# mem_wb_stage

**mem_wb_stage: clock wires, drivers and flops**

Scale bar: 100 µm.
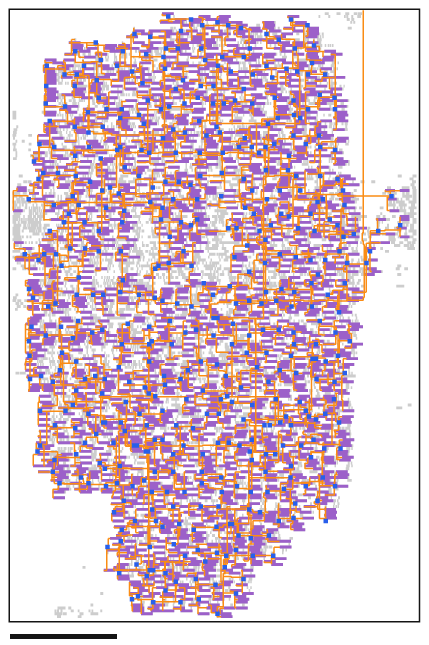

`config.mk`:
```
export PLATFORM = sky130hd
export DESIGN_NAME = mem_wb_stage
export DESIGN_NICKNAME = d
export VERILOG_FILES = /design/src/rtl/mem_wb_stage.sv
export SDC_FILE = /design/constraint.sdc
export NUM_CORES = 2
export LEC_CHECK = 0
export ABC_AREA = 1
export CORE_ASPECT_RATIO = 1.5
export CORE_MARGIN = 2
export CORE_UTILIZATION = 40
export CTS_BUF_LIST = sky130_fd_sc_hd__clkbuf_2
export DETAILED_ROUTE_END_ITERATION = 6
export GPL_ROUTABILITY_DRIVEN = 0
export HOLD_SLACK_MARGIN = 0.1
export SLEW_MARGIN = 20
export SYNTH_ARGS = -nofsm -noshare
export SYNTH_HDL_FRONTEND = slang
export SYNTH_SLANG_ARGS = --single-unit
```
`constraint.sdc`:
```
create_clock -name clk -period 4.94 [get_ports clk]
set_input_delay 0.988 -clock clk [delete_from_list [all_inputs] [get_ports clk]]
set_output_delay 0.988 -clock clk [all_outputs]
set_load 0.02 [all_outputs]
```
`src/rtl/mem_wb_stage.sv`:
```
`timescale 1ns/1ps
// -----------------------------------------------------------------------------
// mem_wb_stage
//
// Combined MEM stage and MEM/WB pipeline register. Performs loads and stores
// against an internal word array and registers the writeback triple
// (Result_WB, writeBackEn, Dest_wb) consumed by the ID-stage register file.
// Memory accesses take MEM_LATENCY extra cycles, during which `ready` is low
// and the upstream pipeline holds its inputs stable.
//
// Ports:
//   clk          rising-edge clock
//   rst          asynchronous active-high reset
//   WB_EN_IN     instruction writes a register
//   MEM_R_EN_IN  load
//   MEM_W_EN_IN  store (wins over load when both are set)
//   ALU_Result   EXE result; byte address for loads/stores
//   Val_Rm       store data
//   Dest_IN      destination register index
//   ready        0 = MEM busy, upstream must freeze
//   Result_WB    writeback data
//   writeBackEn  register-file write enable (one cycle per instruction)
//   Dest_wb      register-file write index
// -----------------------------------------------------------------------------
module mem_wb_stage #(
  parameter int          DEPTH_WORDS = 64,
  parameter int          MEM_LATENCY = 2,
  parameter logic [31:0] BASE_ADDR   = 32'd1024
) (
  input  logic        clk,
  input  logic        rst,
  input  logic        WB_EN_IN,
  input  logic        MEM_R_EN_IN,
  input  logic        MEM_W_EN_IN,
  input  logic [31:0] ALU_Result,
  input  logic [31:0] Val_Rm,
  input  logic [3:0]  Dest_IN,
  output logic        ready,
  output logic [31:0] Result_WB,
  output logic        writeBackEn,
  output logic [3:0]  Dest_wb
);

  localparam int IDX_W = (DEPTH_WORDS > 1) ? $clog2(DEPTH_WORDS) : 1;
  localparam int CNT_W = (MEM_LATENCY > 1) ? $clog2(MEM_LATENCY) : 1;
  localparam bit HAS_WAIT = (MEM_LATENCY > 0);
  // Counter preload: the first wait cycle is spent in IDLE, so WAIT counts
  // down from MEM_LATENCY-1 and completes when the counter reaches zero.
  localparam logic [CNT_W-1:0] CNT_INIT =
    CNT_W'((MEM_LATENCY > 0) ? MEM_LATENCY - 1 : 0);

  typedef enum logic {
    S_IDLE = 1'b0,
    S_WAIT = 1'b1
  } state_e;

  // ---------------------------------------------------------------------------
  // State
  // ---------------------------------------------------------------------------
  state_e           state_q, state_d;
  logic [CNT_W-1:0] cnt_q, cnt_d;
  logic [31:0]      result_q, result_d;
  logic             wb_en_q, wb_en_d;
  logic [3:0]       dest_q, dest_d;

  logic [31:0]      mem [DEPTH_WORDS];

  // ---------------------------------------------------------------------------
  // Address decode
  // ---------------------------------------------------------------------------
  logic             mem_op;
  logic             is_load;
  logic             below_base;
  logic [31:0]      word_off;
  logic             in_range;
  logic [IDX_W-1:0] word_idx;
  logic [31:0]      rdata;
  logic             mem_we;

  always_comb begin
    mem_op     = MEM_R_EN_IN | MEM_W_EN_IN;
    // A combined read/write request is treated as a store; its result is
    // the ALU value, not memory data.
    is_load    = MEM_R_EN_IN & ~MEM_W_EN_IN;
    below_base = (ALU_Result < BASE_ADDR);
    // Byte offset to word offset; the two low address bits are dropped.
    word_off   = (ALU_Result - BASE_ADDR) >> 2;
    in_range   = !below_base && (word_off < 32'(DEPTH_WORDS));
    word_idx   = word_off[IDX_W-1:0];
    rdata      = in_range ? mem[word_idx] : 32'd0;
  end

  // ---------------------------------------------------------------------------
  // Handshake: ready drops for the first MEM_LATENCY cycles of an access.
  // ---------------------------------------------------------------------------
  always_comb begin
    ready = 1'b1;
    if (state_q == S_IDLE && mem_op && HAS_WAIT) begin
      ready = 1'b0;
    end else if (state_q == S_WAIT && cnt_q != '0) begin
      ready = 1'b0;
    end
  end

  // ---------------------------------------------------------------------------
  // Wait-state sequencer
  // ---------------------------------------------------------------------------
  always_comb begin
    // NOTE: every always_comb output gets a default first so no path leaves
    // it unassigned; that is what keeps latches from being inferred.
    state_d = state_q;
    cnt_d   = cnt_q;
    unique case (state_q)
      S_IDLE: begin
        if (mem_op && HAS_WAIT) begin
          state_d = S_WAIT;
          cnt_d   = CNT_INIT;
        end
      end
      S_WAIT: begin
        if (cnt_q != '0) begin
          cnt_d = cnt_q - 1'b1;
        end else begin
          // Completion edge; a following op starts fresh from IDLE.
          state_d = S_IDLE;
        end
      end
      default: begin
        state_d = S_IDLE;
        cnt_d   = '0;
      end
    endcase
  end

  // ---------------------------------------------------------------------------
  // MEM/WB register next values
  // ---------------------------------------------------------------------------
  always_comb begin
    result_d = result_q;
    dest_d   = dest_q;
    wb_en_d  = 1'b0;  // stall edges insert a bubble
    if (ready) begin
      wb_en_d  = WB_EN_IN;
      dest_d   = Dest_IN;
      // rdata is sampled before the edge, so a load sees pre-write contents.
      result_d = is_load ? rdata : ALU_Result;
    end
  end

  // Stores commit only on the completion edge, so an access interrupted by
  // reset leaves memory untouched.
  assign mem_we = ready && MEM_W_EN_IN && in_range && !rst;

  // ---------------------------------------------------------------------------
  // Sequential logic
  // ---------------------------------------------------------------------------
  always_ff @(posedge clk or posedge rst) begin
    // NOTE: sequential state uses non-blocking assignment so every flop
    // samples the pre-edge values regardless of statement order.
    if (rst) begin
      state_q  <= S_IDLE;
      cnt_q    <= '0;
      result_q <= 32'd0;
      wb_en_q  <= 1'b0;
      dest_q   <= 4'd0;
    end else begin
      state_q  <= state_d;
      cnt_q    <= cnt_d;
      result_q <= result_d;
      wb_en_q  <= wb_en_d;
      dest_q   <= dest_d;
    end
  end

  // NOTE: the data array has no reset; contents survive rst, and leaving the
  // reset out lets it map onto plain RAM.
  always_ff @(posedge clk) begin
    if (mem_we) begin
      mem[word_idx] <= Val_Rm;
    end
  end

  assign Result_WB   = result_q;
  assign writeBackEn = wb_en_q;
  assign Dest_wb     = dest_q;

endmodule

```
# ex_stage

--- src/rtl/alu_pkg.sv ---
// Shared encodings for the execute stage: ALUOp, R-type funct codes, FSM states.
package alu_pkg;

    localparam logic [1:0] ALUOP_ADD   = 2'b00;
    localparam logic [1:0] ALUOP_SUB   = 2'b01;
    localparam logic [1:0] ALUOP_RTYPE = 2'b10;
    localparam logic [1:0] ALUOP_NOP   = 2'b11;

    localparam logic [5:0] FN_SLL = 6'h00;
    localparam logic [5:0] FN_SRL = 6'h02;
    localparam logic [5:0] FN_MUL = 6'h18;
    localparam logic [5:0] FN_ADD = 6'h20;
    localparam logic [5:0] FN_SUB = 6'h22;
    localparam logic [5:0] FN_AND = 6'h24;
    localparam logic [5:0] FN_OR  = 6'h25;
    localparam logic [5:0] FN_SLT = 6'h2A;

    localparam logic [0:0] ST_IDLE = 1'b0;
    localparam logic [0:0] ST_MUL  = 1'b1;

endpackage

--- src/rtl/mul_iter.sv ---
// Iterative shift-add multiplier, one partial product per clock.
// done/product are combinational and describe the step taken on the coming
// edge, so the caller can register the final product on the completing edge.
module mul_iter
    import alu_pkg::*;
#(
    parameter int XLEN      = 32,
    parameter int MUL_STEPS = 32
) (
    input  logic            clk,
    input  logic            rst,
    input  logic            start,
    input  logic [XLEN-1:0] a,
    input  logic [XLEN-1:0] b,
    output logic            done,
    output logic [XLEN-1:0] product
);
    localparam int CW = $clog2(MUL_STEPS + 1);

    logic            busy_q,   busy_d;
    logic [CW-1:0]   cnt_q,    cnt_d;
    logic [XLEN-1:0] acc_q,    acc_d;
    logic [XLEN-1:0] mcand_q,  mcand_d;
    logic [XLEN-1:0] mplier_q, mplier_d;
    logic [XLEN-1:0] step_acc;

    // Accumulate one partial product; load operands on start
    always_comb begin
        step_acc = acc_q + (mplier_q[0] ? mcand_q : '0);
        busy_d   = busy_q;
        cnt_d    = cnt_q;
        acc_d    = acc_q;
        mcand_d  = mcand_q;
        mplier_d = mplier_q;
        if (start) begin
            busy_d   = 1'b1;
            cnt_d    = '0;
            acc_d    = '0;
            mcand_d  = a;
            mplier_d = b;
        end else if (busy_q) begin
            acc_d    = step_acc;
            mcand_d  = mcand_q << 1;
            mplier_d = mplier_q >> 1;
            cnt_d    = cnt_q + 1'b1;
            if (cnt_q == CW'(MUL_STEPS - 1)) busy_d = 1'b0;
        end
    end

    assign done    = busy_q && (cnt_q == CW'(MUL_STEPS - 1));
    assign product = step_acc;

    // Multiplier state registers
    always_ff @(posedge clk) begin
        if (rst) begin
            busy_q   <= 1'b0;
            cnt_q    <= '0;
            acc_q    <= '0;
            mcand_q  <= '0;
            mplier_q <= '0;
        end else begin
            busy_q   <= busy_d;
            cnt_q    <= cnt_d;
            acc_q    <= acc_d;
            mcand_q  <= mcand_d;
            mplier_q <= mplier_d;
        end
    end

endmodule

--- src/rtl/ex_stage.sv ---
// MIPS execute stage with EX/WB register. Single-cycle ALU ops plus a
// multi-cycle MUL that stalls ID/EX while the iterative multiplier runs.
module ex_stage
    import alu_pkg::*;
#(
    parameter int XLEN      = 32,
    parameter int MUL_STEPS = 32
) (
    input  logic            clk,
    input  logic            rst,
    input  logic            RegWrite_in,
    input  logic [1:0]      ALUOp_in,
    input  logic [5:0]      funct_in,
    input  logic [4:0]      shamt_in,
    input  logic [4:0]      RdAddr_in,
    input  logic [XLEN-1:0] RsData_in,
    input  logic [XLEN-1:0] RtData_in,
    output logic            stall_out,
    output logic            RegWrite_out,
    output logic [4:0]      RdAddr_out,
    output logic [XLEN-1:0] Result_out
);
    logic [0:0]      state_q,    state_d;
    logic            regwrite_q, regwrite_d;
    logic [4:0]      rd_q,       rd_d;
    logic [XLEN-1:0] result_q,   result_d;
    logic [4:0]      mul_rd_q,   mul_rd_d;

    logic [XLEN-1:0] alu_res;
    logic            alu_ok;
    logic            mul_issue;
    logic            mul_done;
    logic [XLEN-1:0] mul_prod;

    // Combinational ALU; alu_ok low marks a bubble or unsupported funct
    always_comb begin
        alu_res = '0;
        alu_ok  = 1'b0;
        case (ALUOp_in)
            ALUOP_ADD: begin alu_res = RsData_in + RtData_in; alu_ok = 1'b1; end
            ALUOP_SUB: begin alu_res = RsData_in - RtData_in; alu_ok = 1'b1; end
            ALUOP_RTYPE: begin
                alu_ok = 1'b1;
                case (funct_in)
                    FN_ADD:  alu_res = RsData_in + RtData_in;
                    FN_SUB:  alu_res = RsData_in - RtData_in;
                    FN_AND:  alu_res = RsData_in & RtData_in;
                    FN_OR:   alu_res = RsData_in | RtData_in;
                    FN_SLT:  alu_res = {{(XLEN-1){1'b0}}, $signed(RsData_in) < $signed(RtData_in)};
                    FN_SLL:  alu_res = RtData_in << shamt_in;
                    FN_SRL:  alu_res = RtData_in >> shamt_in;
                    default: alu_ok  = 1'b0;  // includes MUL: never a 1-cycle op
                endcase
            end
            default: alu_ok = 1'b0;
        endcase
    end

    assign mul_issue = (state_q == ST_IDLE) && (ALUOp_in == ALUOP_RTYPE) &&
                       (funct_in == FN_MUL) && RegWrite_in;

    mul_iter #(.XLEN(XLEN), .MUL_STEPS(MUL_STEPS)) u_mul (
        .clk     (clk),
        .rst     (rst),
        .start   (mul_issue),
        .a       (RsData_in),
        .b       (RtData_in),
        .done    (mul_done),
        .product (mul_prod)
    );

    // FSM and EX/WB next values; outputs default to a bubble
    always_comb begin
        state_d    = state_q;
        regwrite_d = 1'b0;
        result_d   = '0;
        rd_d       = rd_q;
        mul_rd_d   = mul_rd_q;
        case (state_q)
            ST_IDLE: begin
                rd_d = RdAddr_in;
                if (mul_issue) begin
                    state_d  = ST_MUL;
                    mul_rd_d = RdAddr_in;
                end else begin
                    regwrite_d = RegWrite_in & alu_ok;
                    result_d   = alu_ok ? alu_res : '0;
                end
            end
            ST_MUL: begin
                if (mul_done) begin
                    state_d    = ST_IDLE;
                    regwrite_d = 1'b1;
                    rd_d       = mul_rd_q;
                    result_d   = mul_prod;
                end
            end
            default: state_d = ST_IDLE;
        endcase
    end

    // State and EX/WB pipeline register
    always_ff @(posedge clk) begin
        if (rst) begin
            state_q    <= ST_IDLE;
            regwrite_q <= 1'b0;
            rd_q       <= '0;
            result_q   <= '0;
            mul_rd_q   <= '0;
        end else begin
            state_q    <= state_d;
            regwrite_q <= regwrite_d;
            rd_q       <= rd_d;
            result_q   <= result_d;
            mul_rd_q   <= mul_rd_d;
        end
    end

    assign stall_out    = (state_q == ST_MUL);
    assign RegWrite_out = regwrite_q;
    assign RdAddr_out   = rd_q;
    assign Result_out   = result_q;

endmodule
--- config.mk ---
export PLATFORM = sky130hd
export DESIGN_NAME = ex_stage
export DESIGN_NICKNAME = d
export VERILOG_FILES = /design/src/rtl/alu_pkg.sv /design/src/rtl/mul_iter.sv /design/src/rtl/ex_stage.sv
export SDC_FILE = /design/constraint.sdc
export NUM_CORES = 1
export LEC_CHECK = 0
export CAP_MARGIN = 5
export CORE_MARGIN = 5
export CORE_UTILIZATION = 39
export DETAILED_ROUTE_END_ITERATION = 6
export HOLD_SLACK_MARGIN = 0.08
export MAX_ROUTING_LAYER = met4
export SLEW_MARGIN = 20
export SYNTH_ARGS = -nofsm -noshare
export SYNTH_HDL_FRONTEND = slang
export SYNTH_SLANG_ARGS = --single-unit
--- constraint.sdc ---
create_clock -name clk -period 3.9 [get_ports clk]
set_clock_uncertainty 0.15 [all_clocks]
set_input_delay 0.78 -clock clk [delete_from_list [all_inputs] [get_ports clk]]
set_output_delay 0.78 -clock clk [all_outputs]
set_load 0.05 [all_outputs]
**ex_stage: layout detail**

Region (86, 86) to (126, 126) µm. Cells in gray, sequential cells in the stronger gray; small squares are vias.
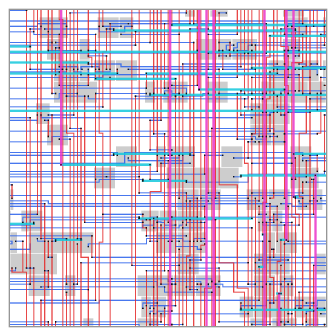
| layer | color |
|---|---|
| met1 | blue |
| met4 | magenta |
| met2 | red |
| met3 | cyan |
sequential cells in the window: 0
most frequent: buf_4 (21), a21oi_1 (7), nor2_1 (6)
cells with their middle in the window: 75

==> reports/metrics.cfg, ex_stage <==
[finish]
buf_share = 0.220
clkCellAreaFrac = 0.0265
flop_area_um2 = 2950
n_clock_buffer = 20

[detailed_routing]
vias_per_cell = 5.92
ant_nets = 0

[pwr]
power.total_mw = 5.30
p_sw_mw = 1.96

[timing]
period_used_share = 0.974
slew_headroom = 0.331
finalSetupViolCount = 0
worst_pin_slew_ps = 1000
fin_setup_tns_ps = 0

[worst_setup_path]
crit_type = in -> reg
worstPathRequired_ps = 4110
endpoint = Result_out[27]
reg2regPathDepth = 13
cpMostUsedCell = buf_4
cp_num_cells = 14

[floorplanning]
core_um2 = 40600
fp_util = 0.392
pin_count = 124
die_area_um2 = 45000

[synthesis]
muxShareOfSynthArea = 0.157

[hold_path]
hold_start = mul_rd_q[3]

[run_status]
status = finished, final reports clean

[placed_design]
placed_cells = 3030

==> ex_stage: kinds of logic (layout without fill, tap and decap cells) <==
family	count (synthesis)	in the layout
mux	203	203
compound gates	661	661
xor+xnor	48	48
simple gates	618	618
buf+inv	252	706
flops	147	147
fa+ha+maj	148	148
==> ex_stage: metal layers <==
layer	up-vias	global-route usage	routed length, µm
li1	8485	-	-
met2	717	0.542	35300
met4	0	0.154	3870
met5	-	-	0
met3	159	0.0531	4940
met1	8770	0.440	33100
==> ex_stage: synth_stat cells, drive strengths merged (9+ instances only) <==
cell type	n
nor2	266
a21oi	190
mux2i	154
dfxtp	147
ha	145
nand2	137
o21ai	126
inv	108
clkbuf	104
a211oi	88
and2	40
buf	39
nor3	39
mux4	37
xnor2	33
a221oi	32
a21o	31
o22ai	27
o211ai	22
nand3	21
nand2b	20
nor2b	19
a22oi	18
a31oi	17
xor2	15
and3	14
o21bai	13
mux2	12
o21a	11
nand4	10
nor4	9
o221ai	9
==> ex_stage: timing repair <==
action,CTS,global route
buffers inserted,1,1
setup endpoints to repair,10,21
gates resized,7,22
pin swaps,6,4
**mem_wb_stage: clock routing**

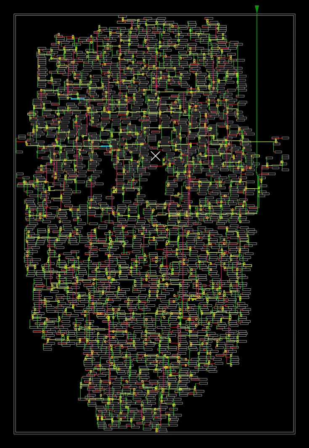
CTS Sinks: 2,087
clock network power: 11.0 mW

## Picture notes: 'clock wires, drivers and flops' of mem_wb_stage
[clock wires] orange | length: 26.3 mm
[cells driving clock nets] blue | count: 472
[flip-flops] purple | count: 2,087
routed clock nets: 473
clk_skew: 227 ps
Clock Power Share: 0.321
Insertion Delay late pin: 1790 ps

==> reports/metrics.cfg, mem_wb_stage <==
[timing]
whs_ps = 238
report.final.slew_viol_count = 0
setup_ws_ps = 218

[finish]
largest_reg_flops = 2048
largest_register = mem
nFlopsAndLatches = 2087

[detailed_routing]
drcViolationCount = 7

[global_routing]
grt.met1_usage = 0.280
grt_usage = 0.245
top_usage_layer = met2
grt_max_degree = 139

[synthesis]
yosys_area_um2 = 86400
top_area_frac = 0.712

[run_status]
violations = DRC
status = complete, but fails checks

[floorplanning]
rows = 209

## mem_wb_stage: cell usage after synthesis, drive strengths merged
library cell,instances
nand2,3003
nand3b,1
o211ai,1
nand3,574
and2,1
clkbuf,147
o21bai,3
a21oi,101
xor2,1
nor2,758
o21ai,270
edfxtp,2048
nor3b,1
dfrtp,39
inv,558
or2,5
nor3,8
nand4,122
buf,264
## mem_wb_stage: placed cells by master, fill, tap and decap left out, types with 3 or more instances in the layout
cell	instances
a21oi_1	91
a21oi_2	10
buf_12	103
buf_2	23
buf_4	153
bufinv_16	8
clkbuf_2	702
clkdlybuf4s50_1	75
clkinv_1	97
clkinv_2	21
clkinv_4	4
dfrtp_1	39
diode_2	8
dlygate4sd3_1	79
edfxtp_1	2048
inv_1	551
inv_2	8
nand2_1	2991
nand2_2	12
nand3_1	565
nand3_4	8
nand4_1	122
nor2_1	681
nor2_2	8
nor2_4	69
nor3_2	7
o21ai_0	268
o21bai_1	3
or2_2	5
## mem_wb_stage: report_power, final
part	switching (mW)	internal [mW]	total (mW)
clock network	6.78	4.20	11.0
logic	2.49	1.00	3.49
registers	0.126	19.6	19.7

==> layout pictures side by side <==
M3 wires.
Cells faint in the background.
image #1
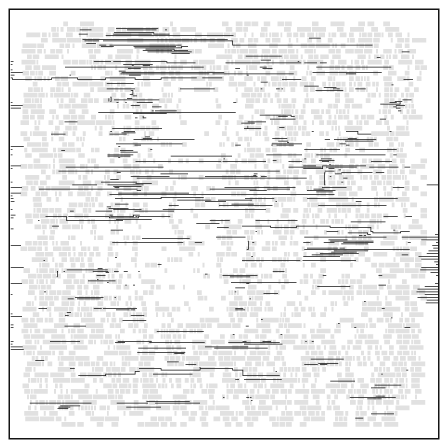
image #2
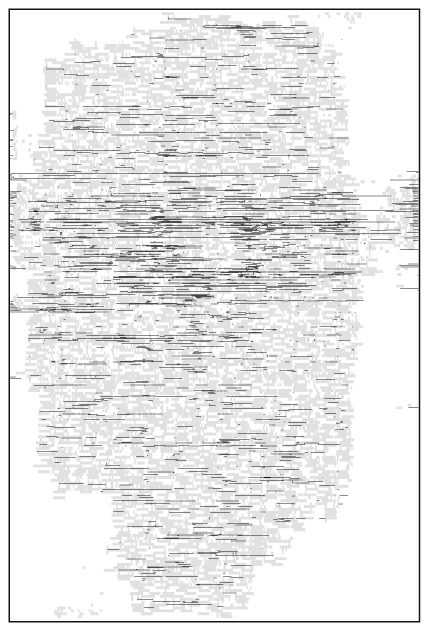
ex_stage is image #1.
mem_wb_stage is image #2.

Key to image #2:
longest straight run: 299 µm
share of all routed wire: 7.6%
nets with wire on the layer: 691


# median_window_ctrl

**median_window_ctrl: clock routing**

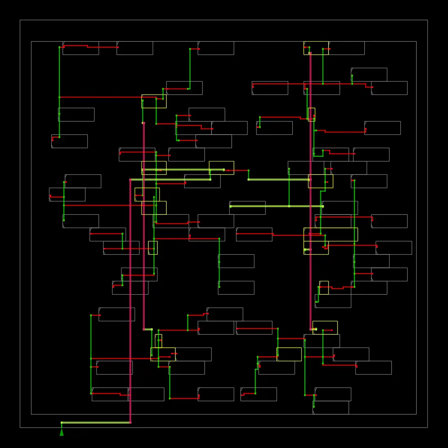

<file path="src/rtl/median_pkg.sv">
// Shared defaults and FSM state encoding for the median window controller.
package median_pkg;

   localparam int unsigned DEF_W        = 11;
   localparam int unsigned DEF_KSIZE    = 5;
   localparam int unsigned DEF_MIN_LINE = 16;
   localparam int unsigned DEF_MAX_LINE = 2047;

   typedef enum logic [1:0] {
      IDLE    = 2'd0,
      SYNC    = 2'd1,
      MEASURE = 2'd2,
      LOCKED  = 2'd3
   } ctrl_state_t;

endpackage

</file>
<file path="src/rtl/sync_edge_det.sv">
// Rising-edge detector; the history flop resets high so a level already
// asserted at reset release is not mistaken for an edge.
module sync_edge_det (
   input  logic clk,
   input  logic rst,
   input  logic din,
   output logic rise_c
);

   logic din_q;
   logic din_d;

   always_comb begin
      din_d = din;
   end

   always_ff @(posedge clk) begin
      if (rst) begin
         din_q <= 1'b1;
      end else begin
         din_q <= din_d;
      end
   end

   assign rise_c = din & ~din_q;

endmodule

</file>
<file path="src/rtl/median_window_ctrl.sv">
// Measures the incoming line length, programs the line-delay depth and tracks
// pixel column/row so the 5x5 median filter can blank its border pixels.
module median_window_ctrl
   import median_pkg::*;
#(
   parameter int unsigned W        = DEF_W,
   parameter int unsigned KSIZE    = DEF_KSIZE,
   parameter int unsigned MIN_LINE = DEF_MIN_LINE,
   parameter int unsigned MAX_LINE = DEF_MAX_LINE
) (
   input  logic         clk,
   input  logic         rst,
   input  logic         enable,
   input  logic         de,
   input  logic         hsync,
   input  logic         vsync,
   output logic [W-1:0] h_size,
   output logic         h_size_valid,
   output logic         locked,
   output logic         len_err,
   output logic [W-1:0] col,
   output logic [W-1:0] row,
   output logic         context_valid
);

   localparam int unsigned BORDER = KSIZE - 1;

   logic hs_rise_c;
   logic vs_rise_c;
   logic below_max_c;
   logic len_ok_c;

   ctrl_state_t  state_q,         state_d;
   logic [W-1:0] lc_q,            lc_d;
   logic [W-1:0] l_ref_q,         l_ref_d;
   logic [W-1:0] h_size_q,        h_size_d;
   logic         h_size_valid_q,  h_size_valid_d;
   logic         locked_q,        locked_d;
   logic         len_err_q,       len_err_d;
   logic [W-1:0] col_q,           col_d;
   logic [W-1:0] row_q,           row_d;
   logic         line_had_de_q,   line_had_de_d;
   logic         context_valid_q, context_valid_d;

   sync_edge_det u_hs_edge (
      .clk    (clk),
      .rst    (rst),
      .din    (hsync),
      .rise_c (hs_rise_c)
   );

   sync_edge_det u_vs_edge (
      .clk    (clk),
      .rst    (rst),
      .din    (vsync),
      .rise_c (vs_rise_c)
   );

   // Upper bound only matters when it is below the counter's own saturation point.
   if (MAX_LINE >= ((32'd1 << W) - 32'd1)) begin : g_max_full
      assign below_max_c = 1'b1;
   end else begin : g_max_lim
      assign below_max_c = (lc_q <= W'(MAX_LINE));
   end

   assign len_ok_c = (lc_q >= W'(MIN_LINE)) && below_max_c && (lc_q != '1);

   always_comb begin
      state_d         = state_q;
      lc_d            = lc_q;
      l_ref_d         = l_ref_q;
      h_size_d        = h_size_q;
      h_size_valid_d  = h_size_valid_q;
      len_err_d       = 1'b0;
      col_d           = col_q;
      row_d           = row_q;
      line_had_de_d   = line_had_de_q | de;

      // Line-length counter: the value seen on an hsync edge is the length of the line just ended.
      if (hs_rise_c) begin
         lc_d = W'(1);
      end else if (lc_q != '1) begin
         lc_d = lc_q + W'(1);
      end

      case (state_q)
         IDLE: begin
            if (vs_rise_c) begin
               state_d = SYNC;
            end
         end
         SYNC: begin
            if (hs_rise_c) begin
               state_d = MEASURE;
            end
         end
         MEASURE: begin
            if (hs_rise_c && len_ok_c) begin
               state_d        = LOCKED;
               l_ref_d        = lc_q;
               h_size_d       = lc_q - W'(KSIZE);
               h_size_valid_d = 1'b1;
            end
         end
         LOCKED: begin
            if (hs_rise_c && (lc_q != l_ref_q)) begin
               state_d        = MEASURE;
               len_err_d      = 1'b1;
               h_size_valid_d = 1'b0;
            end
         end
         default: begin
            state_d = IDLE;
         end
      endcase

      if (!enable) begin
         state_d        = IDLE;
         h_size_valid_d = 1'b0;
         len_err_d      = 1'b0;
      end

      if (hs_rise_c) begin
         col_d = '0;
      end else if (de && (col_q != '1)) begin
         col_d = col_q + W'(1);
      end

      // A row only advances once the line it closes actually carried pixels.
      if (hs_rise_c) begin
         if (line_had_de_q && (row_q != '1)) begin
            row_d = row_q + W'(1);
         end
         line_had_de_d = de;
      end
      if (vs_rise_c) begin
         row_d         = '0;
         line_had_de_d = 1'b0;
      end

      locked_d        = (state_d == LOCKED);
      context_valid_d = (state_d == LOCKED) && de &&
                        (col_q >= W'(BORDER)) && (row_q >= W'(BORDER));
   end

   always_ff @(posedge clk) begin
      if (rst) begin
         state_q         <= IDLE;
         lc_q            <= '0;
         l_ref_q         <= '0;
         h_size_q        <= '0;
         h_size_valid_q  <= 1'b0;
         locked_q        <= 1'b0;
         len_err_q       <= 1'b0;
         col_q           <= '0;
         row_q           <= '0;
         line_had_de_q   <= 1'b0;
         context_valid_q <= 1'b0;
      end else begin
         state_q         <= state_d;
         lc_q            <= lc_d;
         l_ref_q         <= l_ref_d;
         h_size_q        <= h_size_d;
         h_size_valid_q  <= h_size_valid_d;
         locked_q        <= locked_d;
         len_err_q       <= len_err_d;
         col_q           <= col_d;
         row_q           <= row_d;
         line_had_de_q   <= line_had_de_d;
         context_valid_q <= context_valid_d;
      end
   end

   assign h_size        = h_size_q;
   assign h_size_valid  = h_size_valid_q;
   assign locked        = locked_q;
   assign len_err       = len_err_q;
   assign col           = col_q;
   assign row           = row_q;
   assign context_valid = context_valid_q;

endmodule

</file>
<file path="config.mk">
export PLATFORM = sky130hd
export DESIGN_NAME = median_window_ctrl
export DESIGN_NICKNAME = d
export VERILOG_FILES = /design/src/rtl/median_pkg.sv /design/src/rtl/sync_edge_det.sv /design/src/rtl/median_window_ctrl.sv
export SDC_FILE = /design/constraint.sdc
export NUM_CORES = 1
export LEC_CHECK = 0
export CORE_MARGIN = 2
export CORE_UTILIZATION = 49
export CTS_CLUSTER_SIZE = 28
export DETAILED_ROUTE_END_ITERATION = 8
export GPL_ROUTABILITY_DRIVEN = 1
export PLACE_DENSITY_LB_ADDON = 0.3
export SLEW_MARGIN = 25
export SYNTH_ARGS = -nofsm -noshare
export SYNTH_HDL_FRONTEND = slang
export SYNTH_SLANG_ARGS = --single-unit
</file>
<file path="constraint.sdc">
create_clock -name clk -period 2.35 [get_ports clk]
set_clock_uncertainty 0.15 [all_clocks]
set_input_delay 0.235 -clock clk [delete_from_list [all_inputs] [get_ports clk]]
set_output_delay 0.235 -clock clk [all_outputs]
set_load 0.02 [all_outputs]
</file>
# cam_array

--- config.mk ---
export PLATFORM = sky130hd
export DESIGN_NAME = cam_array
export DESIGN_NICKNAME = d
export VERILOG_FILES = /design/src/rtl/ap_cam_pkg.sv /design/src/rtl/cam_row.sv /design/src/rtl/cam_array.sv
export SDC_FILE = /design/constraint.sdc
export NUM_CORES = 1
export LEC_CHECK = 0
export CORE_UTILIZATION = 34
export CTS_BUF_LIST = sky130_fd_sc_hd__clkbuf_16
export CTS_CLUSTER_SIZE = 14
export DETAILED_ROUTE_END_ITERATION = 8
export GPL_ROUTABILITY_DRIVEN = 0
export GPL_TIMING_DRIVEN = 0
export SLEW_MARGIN = 25
export SYNTH_ARGS = -nofsm -noshare
export SYNTH_HDL_FRONTEND = slang
export SYNTH_SLANG_ARGS = --single-unit
--- constraint.sdc ---
create_clock -name clka -period 3.23 [get_ports clka]
set_input_delay 0.323 -clock clka [delete_from_list [all_inputs] [get_ports clka]]
set_output_delay 0.323 -clock clka [all_outputs]
set_load 0.05 [all_outputs]
--- src/rtl/ap_cam_pkg.sv ---
// ap_cam_pkg: shared definitions for the associative-processor CAM array.
//   - cam_op_e    : command opcodes carried on cmd_op
//   - cam_state_e : command FSM state encoding (also exported on state_dbg)
//   - merge_bit   : one bit of the masked merge (mask=1 takes new data, mask=0 keeps old)
// The masked merge is expressed per bit so it stays independent of the word width.
package ap_cam_pkg;

  typedef enum logic [1:0] {
    OP_CLEAR   = 2'b00,
    OP_LOAD    = 2'b01,
    OP_COMPARE = 2'b10,
    OP_WRITE   = 2'b11
  } cam_op_e;

  typedef enum logic [1:0] {
    ST_IDLE = 2'b00,
    ST_EXEC = 2'b01,
    ST_DONE = 2'b10
  } cam_state_e;

  // new_b where mask_b=1, old_b where mask_b=0
  function automatic logic merge_bit(input logic old_b, input logic new_b, input logic mask_b);
    return mask_b ? new_b : old_b;
  endfunction

endpackage

--- src/rtl/cam_row.sv ---
// cam_row: one CAM row of 2**RAM_ADDR_BITS words, RAM_WIDTH bits each.
// Ports:
//   clk_i         clock
//   we_i          write enable for word wr_addr_i (masked merge)
//   wr_addr_i     word written
//   wr_data_i     write data
//   wr_mask_i     write mask, 1 = bit is replaced
//   cmp_addr_i    word compared against the key
//   key_i         compare key
//   cmp_mask_i    compare mask, 1 = bit participates
//   match_o       (key & mask) == (word & mask), combinational
//   rd_addr_i     asynchronous read address
//   rd_data_o     asynchronous read data
// Storage has no reset; it maps onto distributed RAM.
module cam_row
  import ap_cam_pkg::*;
#(
  parameter int RAM_WIDTH     = 8,
  parameter int RAM_ADDR_BITS = 1
) (
  input  logic                     clk_i,
  input  logic                     we_i,
  input  logic [RAM_ADDR_BITS-1:0] wr_addr_i,
  input  logic [RAM_WIDTH-1:0]     wr_data_i,
  input  logic [RAM_WIDTH-1:0]     wr_mask_i,
  input  logic [RAM_ADDR_BITS-1:0] cmp_addr_i,
  input  logic [RAM_WIDTH-1:0]     key_i,
  input  logic [RAM_WIDTH-1:0]     cmp_mask_i,
  output logic                     match_o,
  input  logic [RAM_ADDR_BITS-1:0] rd_addr_i,
  output logic [RAM_WIDTH-1:0]     rd_data_o
);

  localparam int WORDS = 2 ** RAM_ADDR_BITS;

  logic [RAM_WIDTH-1:0] mem_q [WORDS];
  logic [RAM_WIDTH-1:0] merged_d;

  always_comb begin
    merged_d = '0;
    for (int i = 0; i < RAM_WIDTH; i++) begin
      merged_d[i] = merge_bit(mem_q[wr_addr_i][i], wr_data_i[i], wr_mask_i[i]);
    end
  end

  always_ff @(posedge clk_i) begin
    if (we_i) begin
      mem_q[wr_addr_i] <= merged_d;
    end
  end

  assign match_o   = ((key_i & cmp_mask_i) == (mem_q[cmp_addr_i] & cmp_mask_i));
  assign rd_data_o = mem_q[rd_addr_i];

endmodule

--- src/rtl/cam_array.sv ---
// cam_array: ROWS-row associative CAM for the associative processor.
// Commands arrive on a valid/ready handshake and run IDLE -> EXEC -> DONE -> IDLE.
// Handshake: a command transfers on a rising edge where cmd_valid && cmd_ready; cmd_ready is
// high only in IDLE, inputs offered while it is low are ignored (no queueing), and all command
// fields are captured at the transfer so EXEC never looks at the live inputs.
// Ports:
//   clka       clock                    rst        synchronous active-high reset
//   cmd_valid  command offered          cmd_ready  command accepted when high (IDLE)
//   cmd_op     CLEAR/LOAD/COMPARE/WRITE row_sel    LOAD target row and doutb row
//   addr       word address             dina       write data
//   key        compare key              mask       bit mask, 1 = participates
//   done       one-cycle completion     tags       registered per-row match flags
//   any_match  |tags                    match_cnt  popcount of tags (optional)
//   doutb      async read of mem[row_sel][addr] from live inputs
//   state_dbg  current FSM state, for debug/checkers
// Optional feature: define CAM_MATCH_CNT_EN to build the registered match_cnt popcount;
// otherwise match_cnt is tied to 0.
module cam_array
  import ap_cam_pkg::*;
#(
  parameter int RAM_WIDTH     = 8,
  parameter int RAM_ADDR_BITS = 1,
  parameter int ROWS          = 16,
  parameter int ROW_BITS      = $clog2(ROWS),
  parameter int CNT_W         = $clog2(ROWS + 1)
) (
  input  logic                     clka,
  input  logic                     rst,
  input  logic                     cmd_valid,
  output logic                     cmd_ready,
  input  logic [1:0]               cmd_op,
  input  logic [ROW_BITS-1:0]      row_sel,
  input  logic [RAM_ADDR_BITS-1:0] addr,
  input  logic [RAM_WIDTH-1:0]     dina,
  input  logic [RAM_WIDTH-1:0]     key,
  input  logic [RAM_WIDTH-1:0]     mask,
  output logic                     done,
  output logic [ROWS-1:0]          tags,
  output logic                     any_match,
  output logic [CNT_W-1:0]         match_cnt,
  output logic [RAM_WIDTH-1:0]     doutb,
  output logic [1:0]               state_dbg
);

  cam_state_e state_q, state_d;

  cam_op_e                  op_q;
  logic [ROW_BITS-1:0]      row_q;
  logic [RAM_ADDR_BITS-1:0] addr_q;
  logic [RAM_WIDTH-1:0]     dina_q, key_q, mask_q;

  logic [RAM_ADDR_BITS-1:0] clr_cnt_q, clr_cnt_d;
  logic [ROWS-1:0]          tags_q, tags_d;
  logic [ROWS-1:0]          match_vec;
  logic [RAM_WIDTH-1:0]     rd_data [ROWS];

  logic accept, exec, clr_last;
  logic [RAM_ADDR_BITS-1:0] row_waddr;
  logic [RAM_WIDTH-1:0]     row_wdata, row_wmask;

  assign accept   = cmd_valid && (state_q == ST_IDLE);
  assign exec     = (state_q == ST_EXEC);
  assign clr_last = (clr_cnt_q == '1);

  // ---------------- FSM ----------------
  always_ff @(posedge clka) begin
    if (rst) state_q <= ST_IDLE;
    else     state_q <= state_d;
  end

  always_comb begin
    state_d   = state_q;
    cmd_ready = 1'b0;
    done      = 1'b0;
    case (state_q)
      ST_IDLE: begin
        cmd_ready = 1'b1;
        if (cmd_valid) state_d = ST_EXEC;
      end
      // CLEAR sweeps one word per cycle; every other op finishes in one EXEC cycle
      ST_EXEC: if (op_q != OP_CLEAR || clr_last) state_d = ST_DONE;
      ST_DONE: begin
        done    = 1'b1;
        state_d = ST_IDLE;
      end
      default: state_d = ST_IDLE;
    endcase
  end

  assign state_dbg = state_q;

  // ---------------- command registers ----------------
  always_ff @(posedge clka) begin
    if (rst) begin
      op_q   <= OP_CLEAR;
      row_q  <= '0;
      addr_q <= '0;
      dina_q <= '0;
      key_q  <= '0;
      mask_q <= '0;
    end else if (accept) begin
      op_q   <= cam_op_e'(cmd_op);
      row_q  <= row_sel;
      addr_q <= addr;
      dina_q <= dina;
      key_q  <= key;
      mask_q <= mask;
    end
  end

  // ---------------- clear counter and tags ----------------
  always_comb begin
    clr_cnt_d = clr_cnt_q;
    tags_d    = tags_q;
    if (exec) begin
      case (op_q)
        OP_COMPARE: tags_d = match_vec;
        OP_CLEAR: begin
          clr_cnt_d = clr_cnt_q + 1'b1;  // wraps to 0 after the last word
          if (clr_last) tags_d = '0;
        end
        default: ;
      endcase
    end
  end

  always_ff @(posedge clka) begin
    if (rst) begin
      clr_cnt_q <= '0;
      tags_q    <= '0;
    end else begin
      clr_cnt_q <= clr_cnt_d;
      tags_q    <= tags_d;
    end
  end

  assign tags      = tags_q;
  assign any_match = |tags_q;

`ifdef CAM_MATCH_CNT_EN
  logic [CNT_W-1:0] cnt_q, cnt_d;

  // Counted from tags_d so the count lands on the same edge as the tags it describes
  always_comb begin
    cnt_d = '0;
    for (int i = 0; i < ROWS; i++) begin
      cnt_d = cnt_d + CNT_W'(tags_d[i]);
    end
  end

  always_ff @(posedge clka) begin
    if (rst) cnt_q <= '0;
    else     cnt_q <= cnt_d;
  end

  assign match_cnt = cnt_q;
`else
  assign match_cnt = '0;
`endif

  // ---------------- row array ----------------
  // CLEAR writes zeros through a full mask at the sweep address
  assign row_waddr = (op_q == OP_CLEAR) ? clr_cnt_q : addr_q;
  assign row_wdata = (op_q == OP_CLEAR) ? '0 : dina_q;
  assign row_wmask = (op_q == OP_CLEAR) ? '1 : mask_q;

  for (genvar r = 0; r < ROWS; r++) begin : g_row
    logic we;

    // rst blocks the write on its edge so an aborted CLEAR leaves word c intact
    always_comb begin
      we = 1'b0;
      if (exec && !rst) begin
        case (op_q)
          OP_CLEAR: we = 1'b1;
          OP_LOAD:  we = (row_q == ROW_BITS'(r));
          OP_WRITE: we = tags_q[r];
          default:  we = 1'b0;
        endcase
      end
    end

    cam_row #(
      .RAM_WIDTH    (RAM_WIDTH),
      .RAM_ADDR_BITS(RAM_ADDR_BITS)
    ) u_row (
      .clk_i     (clka),
      .we_i      (we),
      .wr_addr_i (row_waddr),
      .wr_data_i (row_wdata),
      .wr_mask_i (row_wmask),
      .cmp_addr_i(addr_q),
      .key_i     (key_q),
      .cmp_mask_i(mask_q),
      .match_o   (match_vec[r]),
      .rd_addr_i (addr),
      .rd_data_o (rd_data[r])
    );
  end

  assign doutb = rd_data[row_sel];

endmodule
**cam_array: clock routing**

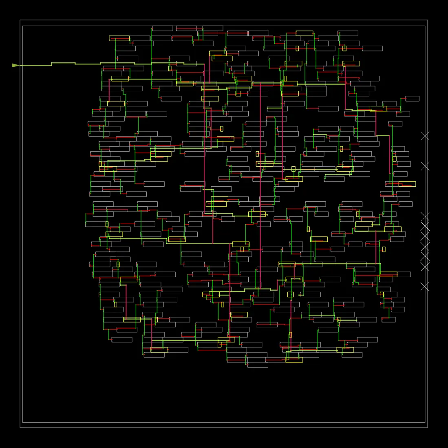
CTS Sinks: 307
Insertion Delay late pin: 540 ps

**cam_array: clock wires, drivers and flops**

Scale bar: 50 µm.
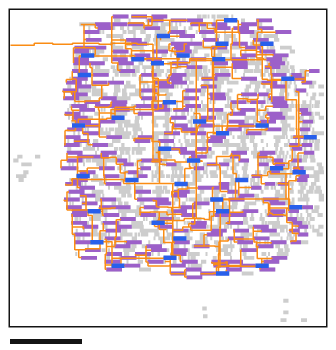
[cells driving clock nets] blue | count: 37
[flip-flops] purple | count: 307
[clock wires] orange | length: 4,380 µm
routed clock nets: 38

==> reports/metrics.cfg, cam_array <==
[cts]
postCtsSetupBuffers = 0
clockBufferDepth = 3

[run_status]
status = complete, but fails checks
violations = DRC

[global_routing]
antenna_found_initial = 0
grt_pass1_wl_um = 79900

[finish]
n_all_inverters = 1
largest_reg_flops = 256
nFlopsAndLatches = 307
finalNonFillerCells = 2093
final_util = 0.403
seq-cell-share = 0.461

[worst_setup_path]
crit_arrival_ps = 2760
worstPathRequired_ps = 2910
reg2regPathDepth = 6

[synthesis]
synth.most_common_cell = nor2_1
edf_count = 256
syn-mean-instance-area_um2 = 12.0
async_reset_ff_frac = 0

[detailed_routing]
drt_iter0_drc = 1527
drcViolationCount = 9

[floorplanning]
rows = 79
pin_count = 68

[run]
maxCapViolations = 0

[hold_path]
hp-class = in -> reg

-- cam_array: critical path, delay by kind of cell, from the launching register on --
| family | cells | cell delay, ps |
|---|---|---|
| buffers and inverters | 1 | 440 |
| flip-flops | 1 | 400 |
| multiplexers | 3 | 1380 |
-- cam_array: where the power goes --
part / leakage [nW] / total, mW / internal, mW / switching [mW]
sequential: 2.52 / 4.55 / 4.46 / 0.0923
clock: 0.627 / 4.21 / 2.50 / 1.71
combinational: 2.58 / 1.99 / 0.647 / 1.34
total: 5.73 / 10.7 / 7.60 / 3.14
-- cam_array: logic make-up (layout without fill, tap and decap cells) --
kind of cell | after synthesis | count (layout) | share of synthesized area
XOR/XNOR | 118 | 118 | 0.0635
flip-flops | 307 | 307 | 0.535
other | 1 | 5 | 0.000230
AND-OR/OR-AND | 127 | 127 | 0.0524
buffers and inverters | 126 | 251 | 0.0346
multiplexers | 227 | 227 | 0.202
AND/OR/NAND/NOR | 451 | 451 | 0.112
-- cam_array: per-layer routing --
layer  vias to the layer above  GRT usage  share of wire  wire [µm]
met2                       727      0.377           0.47      26500
met1                      6111      0.315           0.41      22900
met3                       118     0.0315          0.091       5110
met4                         0     0.0836          0.034       1920
li1                       5129          -              -          -
met5                         -          0              0          0
**median_window_ctrl: M3 wires**

Cells faint in the background.
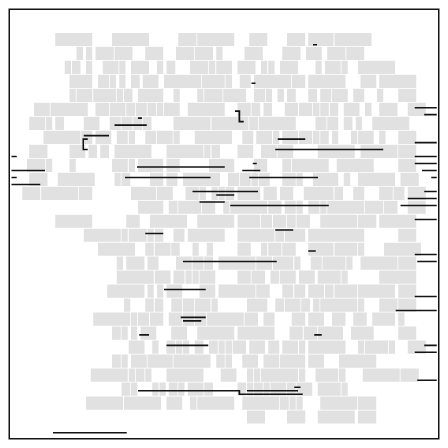
longest straight run: 20.7 µm
share of all routed wire: 4.8%
wire length on this layer: 322 µm
nets with wire on the layer: 45

## Picture notes: 'clock routing' of median_window_ctrl
CTS Sinks: 64
flip-flops: 64
Insertion Delay late pin: 340 ps
clock buf count: 13
clock network power: 967 µW

==> reports/metrics.cfg, median_window_ctrl <==
[run_status]
status = finished, final reports clean

[detailed_routing]
wl_met1_um = 3130
met2RoutedLength_um = 3040
route.vias.total = 2671

[finish]
layout-drive-gt1-share = 0.128
largest_cell_class = logic gates
comb_cells = 261
lay_top_count = dfxtp_1

[cts]
cts-resized-gates = 1
clk_pin_slew_ps = 70
cts-root-buf = clkbuf_8
postCtsHoldBufs = 0
htreeDepth = 3

[synthesis]
synthTopCellsByCount = 64 x dfxtp_1, 48 x nor2_1, 37 x nand2_1
fp_nets = 370
top_area_frac = 0.416

[timing]
report.final.slew_viol_count = 0
period_used_share = 0.948
timing_hold_violations_final = 0
period_needed_ps = 2230

[worst_setup_path]
cpMostUsedCell = or4_4
worstPathRequired_ps = 2410
critPathTopFamily = simple AND/OR/NAND/NOR gates

[floorplanning]
die_y_um = 83.3
core_um2 = 5990
rows = 28

[hold_path]
hp-class = reg -> reg

[global_routing]
grt_pass1_vias = 2363

## median_window_ctrl: cells by family (layout without fill, tap and decap cells)
kind of cell	Yosys count	in the layout	synth area share
xor gates and xnor gates	40	40	0.114
buffers and inverters	32	90	0.0537
and+or+nand+nor	159	159	0.258
AOI/OAI and AO/OA	52	52	0.120
muxes	3	3	0.00976
adders and majority gates	7	7	0.0285
DFF	64	64	0.416
## median_window_ctrl: power by group through the flow
stage	sequential [mW]	clock, mW	combinational [mW]
floorplan	1.13	0	0.0796
global placement	1.13	0	0.130
detailed placement	1.13	0	0.131
CTS	1.11	0.980	0.132
global route	1.11	1.03	0.144
finish	1.11	0.967	0.133
## median_window_ctrl: worst paths after layout
| path | cells past startpoint | start | endpoint | slack (ps) |
|---|---|---|---|---|
| max | 5 | lc_q[5] | state_q[0] | 120 |
| min | 2 | h_size[3] | h_size[3] | 320 |
| max reg2reg | 5 | lc_q[5] | state_q[0] | 120 |
| min reg2reg | 2 | h_size[3] | h_size[3] | 320 |

# hazard_scoreboard_flat

`config.mk`:
```
export PLATFORM = sky130hd
export DESIGN_NAME = hazard_scoreboard_flat
export DESIGN_NICKNAME = d
export VERILOG_FILES = /design/src/rtl/hazard_scoreboard_if.sv /design/src/rtl/hazard_scoreboard.sv /design/src/flat_wrapper.sv
export SDC_FILE = /design/constraint.sdc
export NUM_CORES = 1
export LEC_CHECK = 0
export CAP_MARGIN = 0
export CORE_AREA = 2 2 113 115
export CTS_CLUSTER_SIZE = 24
export DETAILED_ROUTE_END_ITERATION = 12
export DIE_AREA = 0 0 115 117
export PLACE_DENSITY = 0.51
export SYNTH_ARGS = -nofsm -noshare
export SYNTH_HDL_FRONTEND = slang
export SYNTH_SLANG_ARGS = --single-unit
```
`constraint.sdc`:
```
create_clock -name clk -period 10.6 [get_ports clk]
set_clock_uncertainty 0.2 [all_clocks]
set_input_delay 2.65 -clock clk [delete_from_list [all_inputs] [get_ports clk]]
set_output_delay 2.65 -clock clk [all_outputs]
set_load 0.01 [all_outputs]
```
`src/rtl/hazard_scoreboard_if.sv`:
```
// ID/EX/long-unit signals seen by the hazard scoreboard, plus its stall and status outputs.
// master drives the pipeline side; slave is the scoreboard itself.
interface hazard_scoreboard_if #(
  parameter int CNT_W = 3
);
  logic             ID_valid;
  logic [4:0]       ID_rs1;
  logic [4:0]       ID_rs2;
  logic             ID_use_rs1;
  logic             ID_use_rs2;
  logic [4:0]       ID_rd;
  logic             ID_regwrite;
  logic             ID_longop;
  logic [4:0]       EX_rd;
  logic             EX_memread;
  logic             LU_done;
  logic [4:0]       LU_rd;
  logic             Stall;
  logic             Bubble;
  logic [31:0]      Pending_mask;
  logic [CNT_W-1:0] Pending_cnt;
  logic             Err;

  modport master (
    output ID_valid, ID_rs1, ID_rs2, ID_use_rs1, ID_use_rs2, ID_rd, ID_regwrite, ID_longop,
    output EX_rd, EX_memread, LU_done, LU_rd,
    input  Stall, Bubble, Pending_mask, Pending_cnt, Err
  );

  modport slave (
    input  ID_valid, ID_rs1, ID_rs2, ID_use_rs1, ID_use_rs2, ID_rd, ID_regwrite, ID_longop,
    input  EX_rd, EX_memread, LU_done, LU_rd,
    output Stall, Bubble, Pending_mask, Pending_cnt, Err
  );
endinterface

```
`src/rtl/hazard_scoreboard.sv`:
```
// ID-stage stall decision: load-use against EX plus a scoreboard of registers owed by the mul/div unit.
// Stall/Bubble are combinational in the same cycle; scoreboard state updates on the next rising edge.
module hazard_scoreboard #(
  parameter int MAX_OUT = 4,
  parameter int CNT_W   = 3
) (
  input  logic               clk,
  input  logic               rst_n,
  hazard_scoreboard_if.slave bus
);

  localparam logic [CNT_W-1:0] CNT_MAX  = CNT_W'(MAX_OUT);
  localparam logic [CNT_W-1:0] CNT_ZERO = '0;
  localparam logic [CNT_W-1:0] CNT_ONE  = CNT_W'(1);

  logic [31:0]      mask_q, mask_d;
  logic [CNT_W-1:0] cnt_q, cnt_d;
  logic             err_q, err_d;

  logic [31:0]      lu_rd_oh;
  logic [31:0]      set_oh;
  logic [31:0]      mask_eff;
  logic [CNT_W-1:0] cnt_eff;
  logic             retire;
  logic             lu_err;
  logic             hz_lu, hz_raw, hz_waw, hz_full;
  logic             stall;
  logic             issue;

  // A completion is legal only when something is in flight; rd=0 ops own no mask bit.
  always_comb begin
    lu_rd_oh = 32'd1 << bus.LU_rd;
    retire   = bus.LU_done && (cnt_q != CNT_ZERO) &&
               ((bus.LU_rd == 5'd0) || mask_q[bus.LU_rd]);
    lu_err   = bus.LU_done && !retire;
  end

  // Same-cycle bypass: the register being written back is no longer a hazard.
  always_comb begin
    mask_eff = retire ? (mask_q & ~lu_rd_oh) : mask_q;
    cnt_eff  = retire ? (cnt_q - CNT_ONE) : cnt_q;
  end

  always_comb begin
    hz_lu   = bus.EX_memread && (bus.EX_rd != 5'd0) &&
              ((bus.ID_use_rs1 && (bus.EX_rd == bus.ID_rs1)) ||
               (bus.ID_use_rs2 && (bus.EX_rd == bus.ID_rs2)));
    hz_raw  = (bus.ID_use_rs1 && mask_eff[bus.ID_rs1]) ||
              (bus.ID_use_rs2 && mask_eff[bus.ID_rs2]);
    hz_waw  = bus.ID_regwrite && mask_eff[bus.ID_rd];
    hz_full = bus.ID_longop && (cnt_eff == CNT_MAX);
    stall   = rst_n && bus.ID_valid && (hz_lu || hz_raw || hz_waw || hz_full);
    issue   = bus.ID_valid && bus.ID_longop && !stall;
  end

  // Set is applied after the clear so an issue and a retire to the same register keep the bit.
  always_comb begin
    set_oh = (issue && (bus.ID_rd != 5'd0)) ? (32'd1 << bus.ID_rd) : 32'd0;
    mask_d = (mask_eff | set_oh) & ~32'd1;
  end

  always_comb begin
    cnt_d = cnt_q;
    unique case ({issue, retire})
      2'b10:   cnt_d = (cnt_q == CNT_MAX)  ? cnt_q : (cnt_q + CNT_ONE);
      2'b01:   cnt_d = (cnt_q == CNT_ZERO) ? cnt_q : (cnt_q - CNT_ONE);
      default: cnt_d = cnt_q;
    endcase
    err_d = err_q || lu_err;
  end

  always_ff @(posedge clk or negedge rst_n) begin
    if (!rst_n) begin
      mask_q <= 32'd0;
      cnt_q  <= CNT_ZERO;
      err_q  <= 1'b0;
    end else begin
      mask_q <= mask_d;
      cnt_q  <= cnt_d;
      err_q  <= err_d;
    end
  end

  assign bus.Stall        = stall;
  assign bus.Bubble       = stall;
  assign bus.Pending_mask = mask_q;
  assign bus.Pending_cnt  = cnt_q;
  assign bus.Err          = err_q;

endmodule
```
`src/flat_wrapper.sv`:
```
// flat-port wrapper written by rule: the top's interface ports become plain ports
module hazard_scoreboard_flat 
#(
  parameter int MAX_OUT = 4,
  parameter int CNT_W   = 3
)
  (clk, rst_n, bus_ID_valid, bus_ID_rs1, bus_ID_rs2, bus_ID_use_rs1, bus_ID_use_rs2, bus_ID_rd, bus_ID_regwrite, bus_ID_longop, bus_EX_rd, bus_EX_memread, bus_LU_done, bus_LU_rd, bus_Stall, bus_Bubble, bus_Pending_mask, bus_Pending_cnt, bus_Err);
  hazard_scoreboard_if #(.CNT_W(CNT_W)) bus_i ();
  input  logic clk;
  input  logic rst_n;
  input wire logic [$bits(bus_i.ID_valid)-1:0] bus_ID_valid;
  input wire logic [$bits(bus_i.ID_rs1)-1:0] bus_ID_rs1;
  input wire logic [$bits(bus_i.ID_rs2)-1:0] bus_ID_rs2;
  input wire logic [$bits(bus_i.ID_use_rs1)-1:0] bus_ID_use_rs1;
  input wire logic [$bits(bus_i.ID_use_rs2)-1:0] bus_ID_use_rs2;
  input wire logic [$bits(bus_i.ID_rd)-1:0] bus_ID_rd;
  input wire logic [$bits(bus_i.ID_regwrite)-1:0] bus_ID_regwrite;
  input wire logic [$bits(bus_i.ID_longop)-1:0] bus_ID_longop;
  input wire logic [$bits(bus_i.EX_rd)-1:0] bus_EX_rd;
  input wire logic [$bits(bus_i.EX_memread)-1:0] bus_EX_memread;
  input wire logic [$bits(bus_i.LU_done)-1:0] bus_LU_done;
  input wire logic [$bits(bus_i.LU_rd)-1:0] bus_LU_rd;
  output wire logic [$bits(bus_i.Stall)-1:0] bus_Stall;
  output wire logic [$bits(bus_i.Bubble)-1:0] bus_Bubble;
  output wire logic [$bits(bus_i.Pending_mask)-1:0] bus_Pending_mask;
  output wire logic [$bits(bus_i.Pending_cnt)-1:0] bus_Pending_cnt;
  output wire logic [$bits(bus_i.Err)-1:0] bus_Err;
  assign bus_i.ID_valid = bus_ID_valid;
  assign bus_i.ID_rs1 = bus_ID_rs1;
  assign bus_i.ID_rs2 = bus_ID_rs2;
  assign bus_i.ID_use_rs1 = bus_ID_use_rs1;
  assign bus_i.ID_use_rs2 = bus_ID_use_rs2;
  assign bus_i.ID_rd = bus_ID_rd;
  assign bus_i.ID_regwrite = bus_ID_regwrite;
  assign bus_i.ID_longop = bus_ID_longop;
  assign bus_i.EX_rd = bus_EX_rd;
  assign bus_i.EX_memread = bus_EX_memread;
  assign bus_i.LU_done = bus_LU_done;
  assign bus_i.LU_rd = bus_LU_rd;
  assign bus_Stall = bus_i.Stall;
  assign bus_Bubble = bus_i.Bubble;
  assign bus_Pending_mask = bus_i.Pending_mask;
  assign bus_Pending_cnt = bus_i.Pending_cnt;
  assign bus_Err = bus_i.Err;
  hazard_scoreboard #(.MAX_OUT(MAX_OUT), .CNT_W(CNT_W)) u_core (.clk(clk), .rst_n(rst_n), .bus(bus_i));
endmodule
```
**hazard_scoreboard_flat: wiring heat map**

Scale bar: 20 µm. The die is cut into 23 by 23 equal tiles; white is low, dark blue is high, scaled to the fullest tile. Values are wire area over tile area, all layers added.
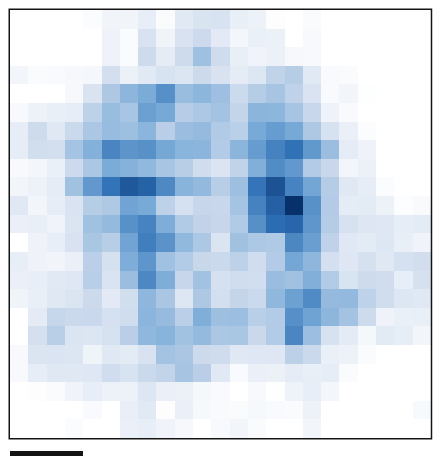
tiles over half the peak: 9.3%
fullest tile: 0.97
nearly empty tiles: 21%
emptiest ninth of the die: upper right
densest ninth of the die: center

**hazard_scoreboard_flat: clock wires, drivers and flops**

Scale bar: 20 µm.
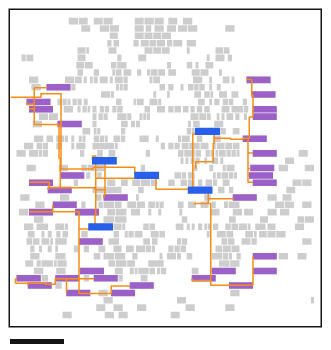
[cells driving clock nets] blue | count: 5
[clock wires] orange | length: 567 µm
[flip-flops] purple | count: 35
routed clock nets: 6

**hazard_scoreboard_flat: clock routing**

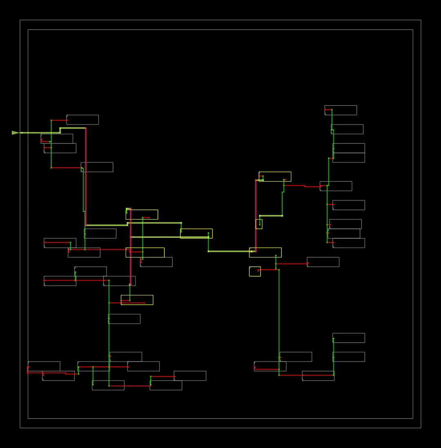
CTS Sinks: 35
clock buf count: 5

## critical path: stages
cell	delay [ps]
clkdlybuf4s50_1	850
buf_4	350
mux2i_1	120
a22o_1	320
o41ai_1	1040
nor2_1	60
o21ai_0	320
o211ai_1	150
o2111ai_1	200
o22ai_1	150
a31o_2	260
clkdlybuf4s50_1	470
## sequential cells by signal, summed over array words and instances, names as in the netlist
signal	cells
u_core.bus.Err	1
u_core.bus.Pending_cnt	3
u_core.bus.Pending_mask	31
## synth_stat cells (8+ instances only)
master,count,area share
o21ai_1,23,0.032
o31ai_1,12,0.025
o21ai_0,16,0.022
nor2_1,29,0.030
nand3_1,11,0.015
nand4_1,12,0.021
dfrtp_1,35,0.24
nor2b_1,11,0.019
nand2_1,39,0.040
mux2i_1,19,0.052
xor2_1,9,0.022
a21oi_1,13,0.018
clkbuf_1,18,0.019
inv_1,14,0.015
o41ai_1,8,0.019
o211ai_1,12,0.025
nor3_1,11,0.015
## layer usage
metal	vias up	track usage
li1	1850	-
met1	1986	0.326
met2	270	0.362
met3	55	0.0494
met4	0	0.0980
met5	-	0
==> reports/metrics.cfg <==
[pwr]
p_leak_nw = 1.66

[synthesis]
yosys.area_share.aoi = 0.332
postSynthSeqShare = 0.242
yosys_area_um2 = 3620
yosys_warnings = 0
xor_share = 0.0290
synth_top_flop_cell = dfrtp_1

[timing]
period_used_share = 0.924
report.final.slew_viol_count = 0
clock.fmax_mhz = 102

[finish]
seq-cell-share = 0.194
buffers = 75
final_area_um2 = 4520

[placed_design]
place_congestion = 1.02

[floorplanning]
num_tap_cells = 150

[hold_path]
hold_start = u_core.bus.Err

[run_status]
status = finished, final reports clean

[global_routing]
grt_pass1_vias = 4019

[worst_setup_path]
reg2regPathDepth = 13

[cts]
htreeDepth = 2



==> gallery <==
Wiring heat map.
shot_01.png
Scale bar: 20 µm. The die is cut into 17 by 17 equal tiles; white is low, dark blue is high, scaled to the fullest tile. Values are wire area over tile area, all layers added.
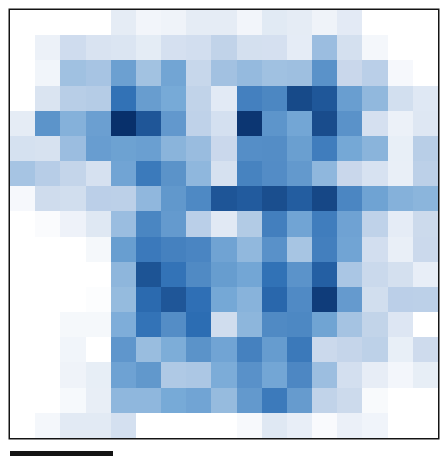
shot_02.png
Scale bar: 100 µm. The die is cut into 19 by 29 equal tiles; white is low, dark blue is high, scaled to the fullest tile. Values are wire area over tile area, all layers added.
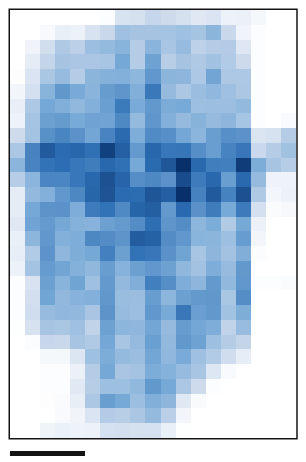
shot_03.png
Scale bar: 50 µm. The die is cut into 22 by 22 equal tiles; white is low, dark blue is high, scaled to the fullest tile. Values are wire area over tile area, all layers added.
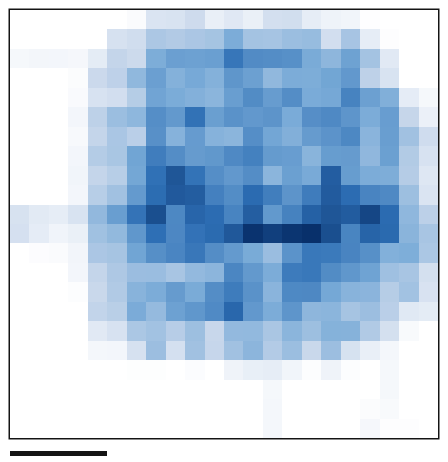
shot_04.png
Scale bar: 50 µm. The die is cut into 21 by 21 equal tiles; white is low, dark blue is high, scaled to the fullest tile. Values are wire area over tile area, all layers added.
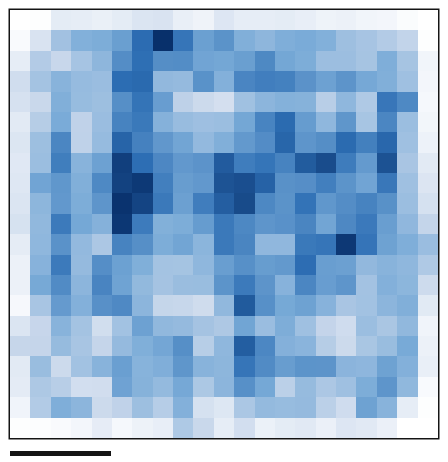
For mem_wb_stage, see shot_02.png.
For cam_array, see shot_03.png.
For ex_stage, see shot_04.png.
For median_window_ctrl, see shot_01.png.
- smallest die: shot_01.png
- largest die: shot_02.png

Key to shot_01.png:
fullest tile: 0.46
tiles over half the peak: 33%
mean over tiles: 0.15
nearly empty tiles: 15%
emptiest ninth of the die: lower left
densest ninth of the die: center

Power and IR drop assume default switching activity.
